######## alarm_chaser ########
### M3 wires, alarm_chaser

Bar = 20 um.
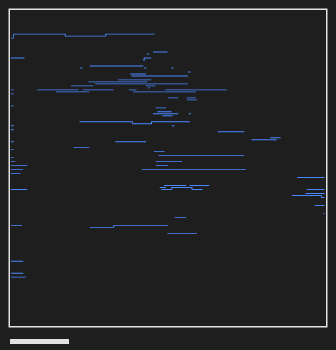

==> src/rtl/alarm_chaser.sv <==
// alarm_chaser: light-chaser alarm driver with four patterns,
// a programmable step period and a sweep repeat count.
module alarm_chaser #(
  parameter int N_LIGHTS = 24,
  parameter int DIV_W    = 16,
  parameter int REP_W    = 4
) (
  input  logic                clk,
  input  logic                rst,
  input  logic                SW,
  input  logic                sign,
  input  logic [1:0]          mode,
  input  logic [DIV_W-1:0]    div,
  input  logic [REP_W-1:0]    reps,
  output logic [N_LIGHTS-1:0] light,
  output logic                busy,
  output logic                done
);

  localparam int PW = $clog2(N_LIGHTS);
  localparam logic [PW-1:0] LAST = PW'(N_LIGHTS - 1);

  localparam logic [1:0] M_SWEEP  = 2'd0;
  localparam logic [1:0] M_BOUNCE = 2'd1;
  localparam logic [1:0] M_FILL   = 2'd2;
  localparam logic [1:0] M_BLINK  = 2'd3;

  typedef enum logic [1:0] {
    IDLE = 2'd0,
    RUN  = 2'd1,
    HOLD = 2'd2
  } state_t;

  state_t             state_q, state_d;
  logic [PW-1:0]      pos_q, pos_d;
  logic               dir_q, dir_d;
  logic [DIV_W-1:0]   pre_q, pre_d;
  logic [REP_W-1:0]   cnt_q, cnt_d;
  logic [1:0]         mode_q, mode_d;
  logic [DIV_W-1:0]   div_q, div_d;
  logic [REP_W-1:0]   reps_q, reps_d;
  logic [N_LIGHTS-1:0] light_d;
  logic               busy_d, done_d;

  logic [PW-1:0]      step_pos;
  logic               step_dir;
  logic               wrap;
  logic [REP_W-1:0]   cnt_inc;

  function automatic logic [N_LIGHTS-1:0] pattern(
    input logic [1:0]    m,
    input logic [PW-1:0] p
  );
    logic [N_LIGHTS-1:0] ones;
    logic [N_LIGHTS-1:0] one;
    logic [PW-1:0]       sh;
    ones = '1;
    one  = {{(N_LIGHTS-1){1'b0}}, 1'b1};
    sh   = LAST - p;
    case (m)
      M_FILL:  pattern = ones << sh;
      M_BLINK: pattern = (p == '0) ? ones : '0;
      default: pattern = one << sh;
    endcase
  endfunction

  // Position the chaser moves to on the next tick, and whether
  // that tick closes a sweep. In BOUNCE the return to pos 0 is
  // shown for a full step before the sweep is counted.
  always_comb begin
    step_pos = pos_q + 1'b1;
    step_dir = dir_q;
    wrap     = 1'b0;
    case (mode_q)
      M_SWEEP, M_FILL: begin
        if (pos_q == LAST) begin
          step_pos = '0;
          wrap     = 1'b1;
        end
      end
      M_BOUNCE: begin
        if (!dir_q) begin
          if (pos_q == LAST) begin
            step_pos = LAST - 1'b1;
            step_dir = 1'b1;
          end
        end else if (pos_q == '0) begin
          step_pos = PW'(1);
          step_dir = 1'b0;
          wrap     = 1'b1;
        end else begin
          step_pos = pos_q - 1'b1;
        end
      end
      default: begin
        step_pos = (pos_q == '0) ? PW'(1) : '0;
        wrap     = (pos_q != '0);
      end
    endcase
  end

  // Next-state and registered-output logic for IDLE/RUN/HOLD.
  always_comb begin
    state_d = state_q;
    pos_d   = pos_q;
    dir_d   = dir_q;
    pre_d   = pre_q;
    cnt_d   = cnt_q;
    mode_d  = mode_q;
    div_d   = div_q;
    reps_d  = reps_q;
    light_d = '0;
    busy_d  = 1'b0;
    done_d  = 1'b0;
    cnt_inc = cnt_q + 1'b1;
    case (state_q)
      IDLE: begin
        pos_d = '0;
        dir_d = 1'b0;
        pre_d = '0;
        cnt_d = '0;
        if (SW && sign) begin
          state_d = RUN;
          mode_d  = mode;
          div_d   = div;
          reps_d  = reps;
          busy_d  = 1'b1;
          light_d = pattern(mode, '0);
        end
      end
      RUN: begin
        if (!SW || !sign) begin
          state_d = IDLE;
          pos_d   = '0;
          dir_d   = 1'b0;
          pre_d   = '0;
          cnt_d   = '0;
        end else begin
          busy_d  = 1'b1;
          light_d = light;
          if (pre_q == div_q) begin
            pre_d   = '0;
            pos_d   = step_pos;
            dir_d   = step_dir;
            light_d = pattern(mode_q, step_pos);
            if (wrap && reps_q != '0) begin
              cnt_d = cnt_inc;
              if (cnt_inc == reps_q) begin
                state_d = HOLD;
                busy_d  = 1'b0;
                done_d  = 1'b1;
                light_d = '0;
              end
            end
          end else begin
            pre_d = pre_q + 1'b1;
          end
        end
      end
      HOLD: begin
        if (!SW || !sign) state_d = IDLE;
      end
      default: begin
        state_d = IDLE;
        pos_d   = '0;
        dir_d   = 1'b0;
        pre_d   = '0;
        cnt_d   = '0;
      end
    endcase
  end

  // State, datapath and output registers.
  always_ff @(posedge clk or posedge rst) begin
    if (rst) begin
      state_q <= IDLE;
      pos_q   <= '0;
      dir_q   <= 1'b0;
      pre_q   <= '0;
      cnt_q   <= '0;
      mode_q  <= '0;
      div_q   <= '0;
      reps_q  <= '0;
      light   <= '0;
      busy    <= 1'b0;
      done    <= 1'b0;
    end else begin
      state_q <= state_d;
      pos_q   <= pos_d;
      dir_q   <= dir_d;
      pre_q   <= pre_d;
      cnt_q   <= cnt_d;
      mode_q  <= mode_d;
      div_q   <= div_d;
      reps_q  <= reps_d;
      light   <= light_d;
      busy    <= busy_d;
      done    <= done_d;
    end
  end

endmodule

==> config.mk <==
export PLATFORM = sky130hd
export DESIGN_NAME = alarm_chaser
export DESIGN_NICKNAME = d
export VERILOG_FILES = /design/src/rtl/alarm_chaser.sv
export SDC_FILE = /design/constraint.sdc
export NUM_CORES = 1
export LEC_CHECK = 0
export CORE_MARGIN = 3
export CORE_UTILIZATION = 40
export CTS_BUF_LIST = sky130_fd_sc_hd__clkbuf_4
export DETAILED_ROUTE_END_ITERATION = 10
export GPL_TIMING_DRIVEN = 0
export MAX_ROUTING_LAYER = met4
export SLEW_MARGIN = 20
export SYNTH_ARGS = -nofsm -noshare
export SYNTH_HDL_FRONTEND = slang
export SYNTH_SLANG_ARGS = --single-unit
==> constraint.sdc <==
create_clock -name clk -period 2.62 [get_ports clk]
set_input_delay 0.524 -clock clk [delete_from_list [all_inputs] [get_ports clk]]
set_output_delay 0.524 -clock clk [all_outputs]
set_load 0.02 [all_outputs]
######## alu_control_mc ########
===== src/rtl/alu_control_mc.sv =====
// alu_control_mc
// EX-stage ALU control for the pipelined RISC-V core.
// The {funct7, funct3} and ALUOp fields decode combinationally into an ALU
// operation code. Illegal combinations are flagged.
// A multi-cycle MUL is sequenced by a small IDLE/BUSY machine. The machine
// pulses start_o, holds the pipeline with stall_o, and pulses done_o when the
// multiplier result is valid.

module alu_control_mc #(
   parameter int MUL_CYCLES = 4,
   parameter int CTRL_W     = 4
) (
   input  logic              clk_i,
   input  logic              rst_i,
   input  logic              valid_i,
   input  logic              flush_i,
   input  logic [9:0]        funct_i,
   input  logic [1:0]        ALUOp_i,
   output logic [CTRL_W-1:0] ALUCtrl_o,
   output logic              illegal_o,
   output logic              start_o,
   output logic              stall_o,
   output logic              done_o
);

   localparam logic [3:0] OP_ADD = 4'd0;
   localparam logic [3:0] OP_SUB = 4'd1;
   localparam logic [3:0] OP_AND = 4'd2;
   localparam logic [3:0] OP_OR  = 4'd3;
   localparam logic [3:0] OP_XOR = 4'd4;
   localparam logic [3:0] OP_SLL = 4'd5;
   localparam logic [3:0] OP_SRL = 4'd6;
   localparam logic [3:0] OP_SRA = 4'd7;
   localparam logic [3:0] OP_SLT = 4'd8;
   localparam logic [3:0] OP_MUL = 4'd9;
   localparam logic [3:0] OP_NOP = 4'd15;

   // A single-cycle multiplier never enters BUSY. Otherwise the counter is
   // loaded so that it reaches zero in the last BUSY cycle.
   localparam bit         MULTI    = (MUL_CYCLES > 1);
   localparam logic [4:0] CNT_LOAD = MULTI ? 5'(MUL_CYCLES - 2) : 5'd0;

   typedef enum logic {
      IDLE,
      BUSY
   } state_t;

   state_t     state_q, state_d;
   logic [4:0] cnt_q, cnt_d;
   logic [3:0] op_q, op_d;

   logic [6:0] funct7;
   logic [2:0] funct3;
   logic [3:0] decOp;
   logic       decIllegal;
   logic [3:0] ctrlCode;

   assign funct7 = funct_i[9:3];
   assign funct3 = funct_i[2:0];

   // Combinational decode of ALUOp/funct into an operation code; anything unmapped becomes NOP
   always_comb begin
      decOp = OP_NOP;
      case (ALUOp_i)
         2'b00: decOp = OP_ADD;
         2'b01: decOp = OP_SUB;
         2'b10: begin
            case (funct3)
               3'b000: decOp = OP_ADD;
               3'b010: decOp = OP_SLT;
               3'b100: decOp = OP_XOR;
               3'b110: decOp = OP_OR;
               3'b111: decOp = OP_AND;
               3'b001: if (funct7 == 7'b0000000) decOp = OP_SLL;
               3'b101: begin
                  if (funct7 == 7'b0000000)
                     decOp = OP_SRL;
                  else if (funct7 == 7'b0100000)
                     decOp = OP_SRA;
               end
               default: decOp = OP_NOP;
            endcase
         end
         default: begin
            case (funct7)
               7'b0000000: begin
                  case (funct3)
                     3'b000:  decOp = OP_ADD;
                     3'b001:  decOp = OP_SLL;
                     3'b010:  decOp = OP_SLT;
                     3'b100:  decOp = OP_XOR;
                     3'b101:  decOp = OP_SRL;
                     3'b110:  decOp = OP_OR;
                     3'b111:  decOp = OP_AND;
                     default: decOp = OP_NOP;
                  endcase
               end
               7'b0100000: begin
                  if (funct3 == 3'b000)
                     decOp = OP_SUB;
                  else if (funct3 == 3'b101)
                     decOp = OP_SRA;
               end
               7'b0000001: if (funct3 == 3'b000) decOp = OP_MUL;
               default: decOp = OP_NOP;
            endcase
         end
      endcase
      decIllegal = (decOp == OP_NOP);
   end

   // State, countdown and latched-op registers; reset may land mid-MUL and abandons it
   always_ff @(posedge clk_i or posedge rst_i) begin
      if (rst_i) begin
         state_q <= IDLE;
         cnt_q   <= 5'd0;
         op_q    <= OP_ADD;
      end else begin
         state_q <= state_d;
         cnt_q   <= cnt_d;
         op_q    <= op_d;
      end
   end

   // Next-state and handshake outputs; reset forces every output low immediately
   always_comb begin
      state_d   = state_q;
      cnt_d     = cnt_q;
      op_d      = op_q;
      ctrlCode  = decOp;
      illegal_o = 1'b0;
      start_o   = 1'b0;
      stall_o   = 1'b0;
      done_o    = 1'b0;
      case (state_q)
         IDLE: begin
            ctrlCode = decOp;
            if (!flush_i) begin
               illegal_o = valid_i & decIllegal;
               if (valid_i && (decOp == OP_MUL)) begin
                  start_o = 1'b1;
                  op_d    = OP_MUL;
                  if (MULTI) begin
                     stall_o = 1'b1;
                     cnt_d   = CNT_LOAD;
                     state_d = BUSY;
                  end else begin
                     done_o = 1'b1;
                  end
               end
            end
         end
         default: begin
            ctrlCode = op_q;
            if (flush_i) begin
               state_d = IDLE;
               cnt_d   = 5'd0;
            end else if (cnt_q != 5'd0) begin
               stall_o = 1'b1;
               cnt_d   = cnt_q - 5'd1;
            end else begin
               done_o  = 1'b1;
               state_d = IDLE;
            end
         end
      endcase
      if (rst_i) begin
         ctrlCode  = 4'd0;
         illegal_o = 1'b0;
         start_o   = 1'b0;
         stall_o   = 1'b0;
         done_o    = 1'b0;
      end
   end

   assign ALUCtrl_o = CTRL_W'(ctrlCode);

endmodule

===== config.mk =====
export PLATFORM = sky130hd
export DESIGN_NAME = alu_control_mc
export DESIGN_NICKNAME = d
export VERILOG_FILES = /design/src/rtl/alu_control_mc.sv
export SDC_FILE = /design/constraint.sdc
export NUM_CORES = 1
export LEC_CHECK = 0
export CAP_MARGIN = 5
export CORE_MARGIN = 1.5
export CORE_UTILIZATION = 45
export DETAILED_ROUTE_END_ITERATION = 8
export PLACE_DENSITY = 0.76
export RECOVER_POWER = 100
export SLEW_MARGIN = 25
export SYNTH_ARGS = -nofsm -noshare
export SYNTH_HDL_FRONTEND = slang
export SYNTH_SLANG_ARGS = --single-unit

===== constraint.sdc =====
create_clock -name clk_i -period 2.9 [get_ports clk_i]
set_clock_uncertainty 0.05 [all_clocks]
set_input_delay 0.58 -clock clk_i [delete_from_list [all_inputs] [get_ports clk_i]]
set_output_delay 0.58 -clock clk_i [all_outputs]
set_load 0.05 [all_outputs]

### Clock wiring as the flow saved it, alu_control_mc

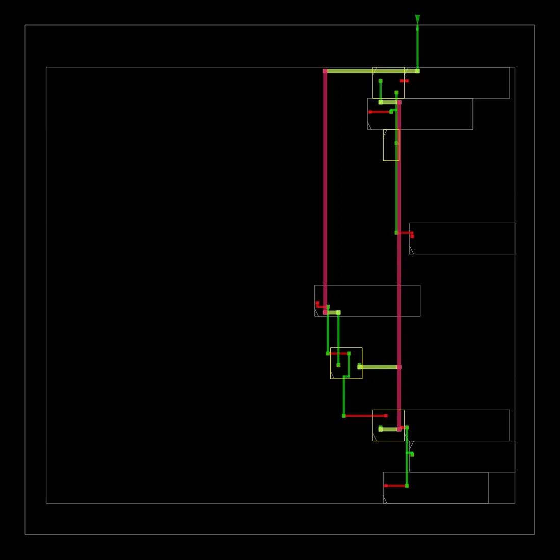
Seq cells: 7
clock latency (worst-skew pair): 260 ps
Clock Buffer Count: 4

==> results.ini, alu_control_mc <==
[worst_hold_path]
worstHoldStart = op_q[0]

[global_routing]
grt_pass1_vias = 885
global_route.peak_usage_layer = met2

[synthesis]
edf_count = 0
top_cells_by_count = o21ai_0 (12), nand2_1 (9), dfrtp_1 (7)
synth_xor_xnor_area_share_pct = 0
synth_area_sq_um = 774.5
synth_nets = 118
synth.most_common_cell = o21ai_0

[setup_path]
criticalPathCategory = in2out

[clock_network]
clk_pin_slew_ps = 50
cts_root_buf = clkbuf_4

[cells_and_area]
top_register = cnt_q
largest_reg_flops = 5
nets = 162
regArea_sq_um = 175.2
drive_gt1_share_pct = 37.76

[power]
leakage_nw = 0.5655

[final_timing]
worst_slew_pin_slew_ps = 409.8
hold_viol_final = 0

[outcome]
outcome = complete, no violations

[place]
port_buffers = 23

[run]
drv_cap = 0

[floorplanning]
initial_core_util_pct = 49.68

[route]
top_layer_used = met4
routedWlPerCell_um = 15.88

[alu_control_mc: report_power, final]
| part | internal, mW | switching, mW | total, mW |
|---|---|---|---|
| registers | 0.135 | 0.0437 | 0.179 |
| logic | 0.153 | 0.167 | 0.321 |
| clock network | 0.0525 | 0.0366 | 0.0891 |
[alu_control_mc: worst max-delay path, stage by stage]
cell           delay [ps]
dlygate4sd2_1         250
buf_4                 140
buf_4                 150
o21ai_0               260
nor4b_4               270
o21bai_1               90
and4_1                180
and4_4                200
buf_6                 150
### Met4 routing, alarm_chaser

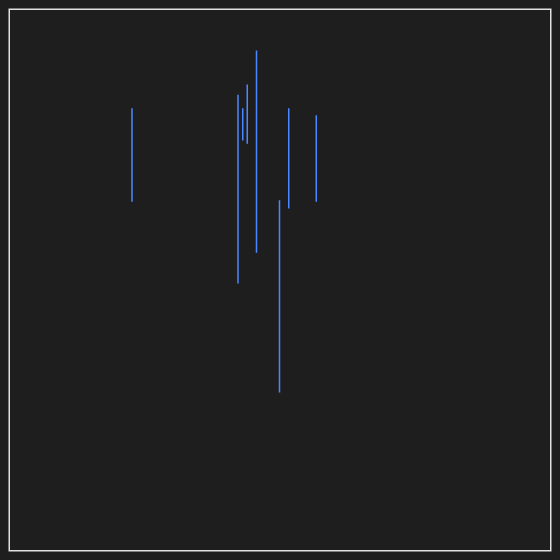
main direction: vertical
longest straight run: 40.1 um

### Clock wiring as the flow saved it, alarm_chaser

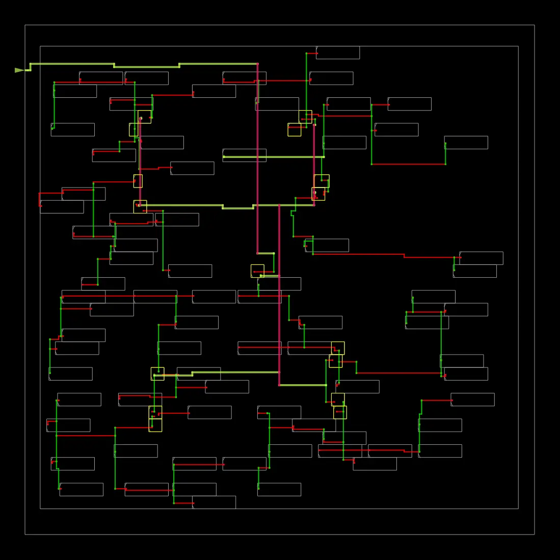
clock latency (worst-skew pair): 430 ps
clk sink count: 76

Notes on 'M3 wires' of alarm_chaser above:
wire length on this layer: 589 um
share of all routed wire: 5.3%
main direction: horizontal

==> results.ini, alarm_chaser <==
[outcome]
outcome = complete, no violations

[synthesis]
synth_cell_type_count = 58
async_reset_ff_share_pct = 100.0
top_cells_by_count = dfrtp_1 (76), nand2_1 (28), nor2_1 (25)
yosys.area.top_type = dfrtp_1

[clock_network]
clk_pin_slew_ps = 130
clock_path_buffers = 2

[run]
drv_cap = 0

[global_routing]
grt_pass1_vias = 3492
grt_pass1_wl_um = 18310

[cells_and_area]
layout.non_clock_inverters = 8
layoutNonFillerInstCount = 620
layout.nonclk_buf_share_pct = 13.54

[power]
p_total_mw = 2.365
p_per_area_nw_per_um2 = 458.8

[place]
hpwlAfterDp_um = 7933
pre_cts_slack_ps = -871.4

==> alarm_chaser: critical path, stage by stage (launching register included) <==
cell and delay (ps):
dfrtp_1 410, inv_2 80, ha_4 160, nor4b_4 180, buf_4 180, o22ai_2 110
a221o_2 430, or3_4 410, and2_0 160, a221o_1 300
==> alarm_chaser: metal layers <==
layer	wire length (um)	vias to the layer above	track usage (%)
met5	0	-	-
met4	188	0	5.681
met3	588	19	4.139
met2	4937	113	28.69
met1	5474	1755	30.87
li1	-	1667	-


==> layout pictures side by side <==
M2 wires.
picture 1
Bar = 10 um.
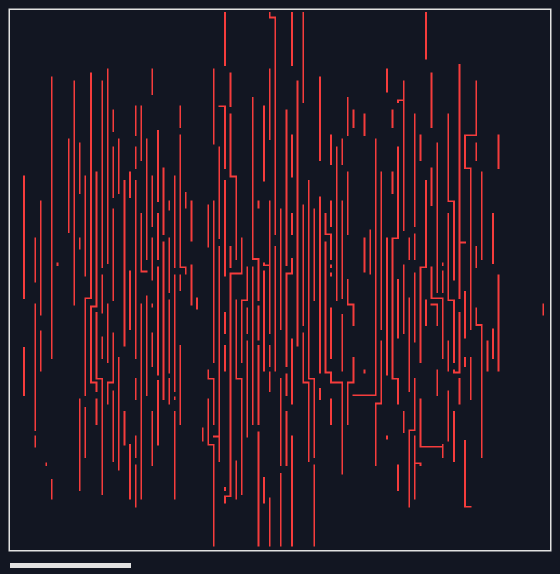
picture 2
Bar = 20 um.
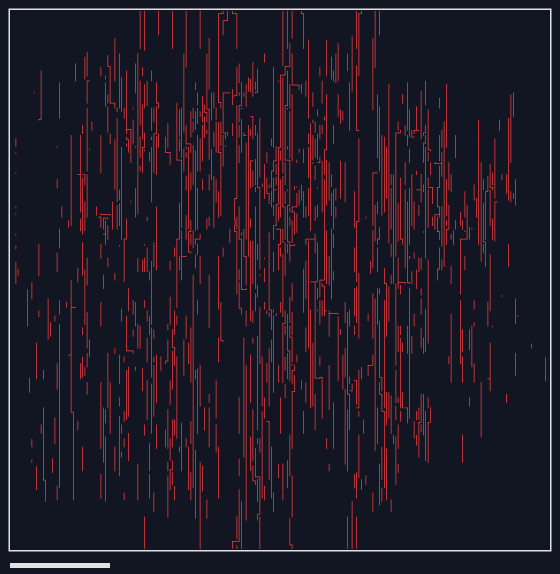
The one with the largest die is picture 2.
alu_control_mc: picture 1
alarm_chaser: picture 2

Key to picture 1:
longest straight run: 23.1 um
wire length on this layer: 1400 um
share of all routed wire: 56%
nets with wire on the layer: 148

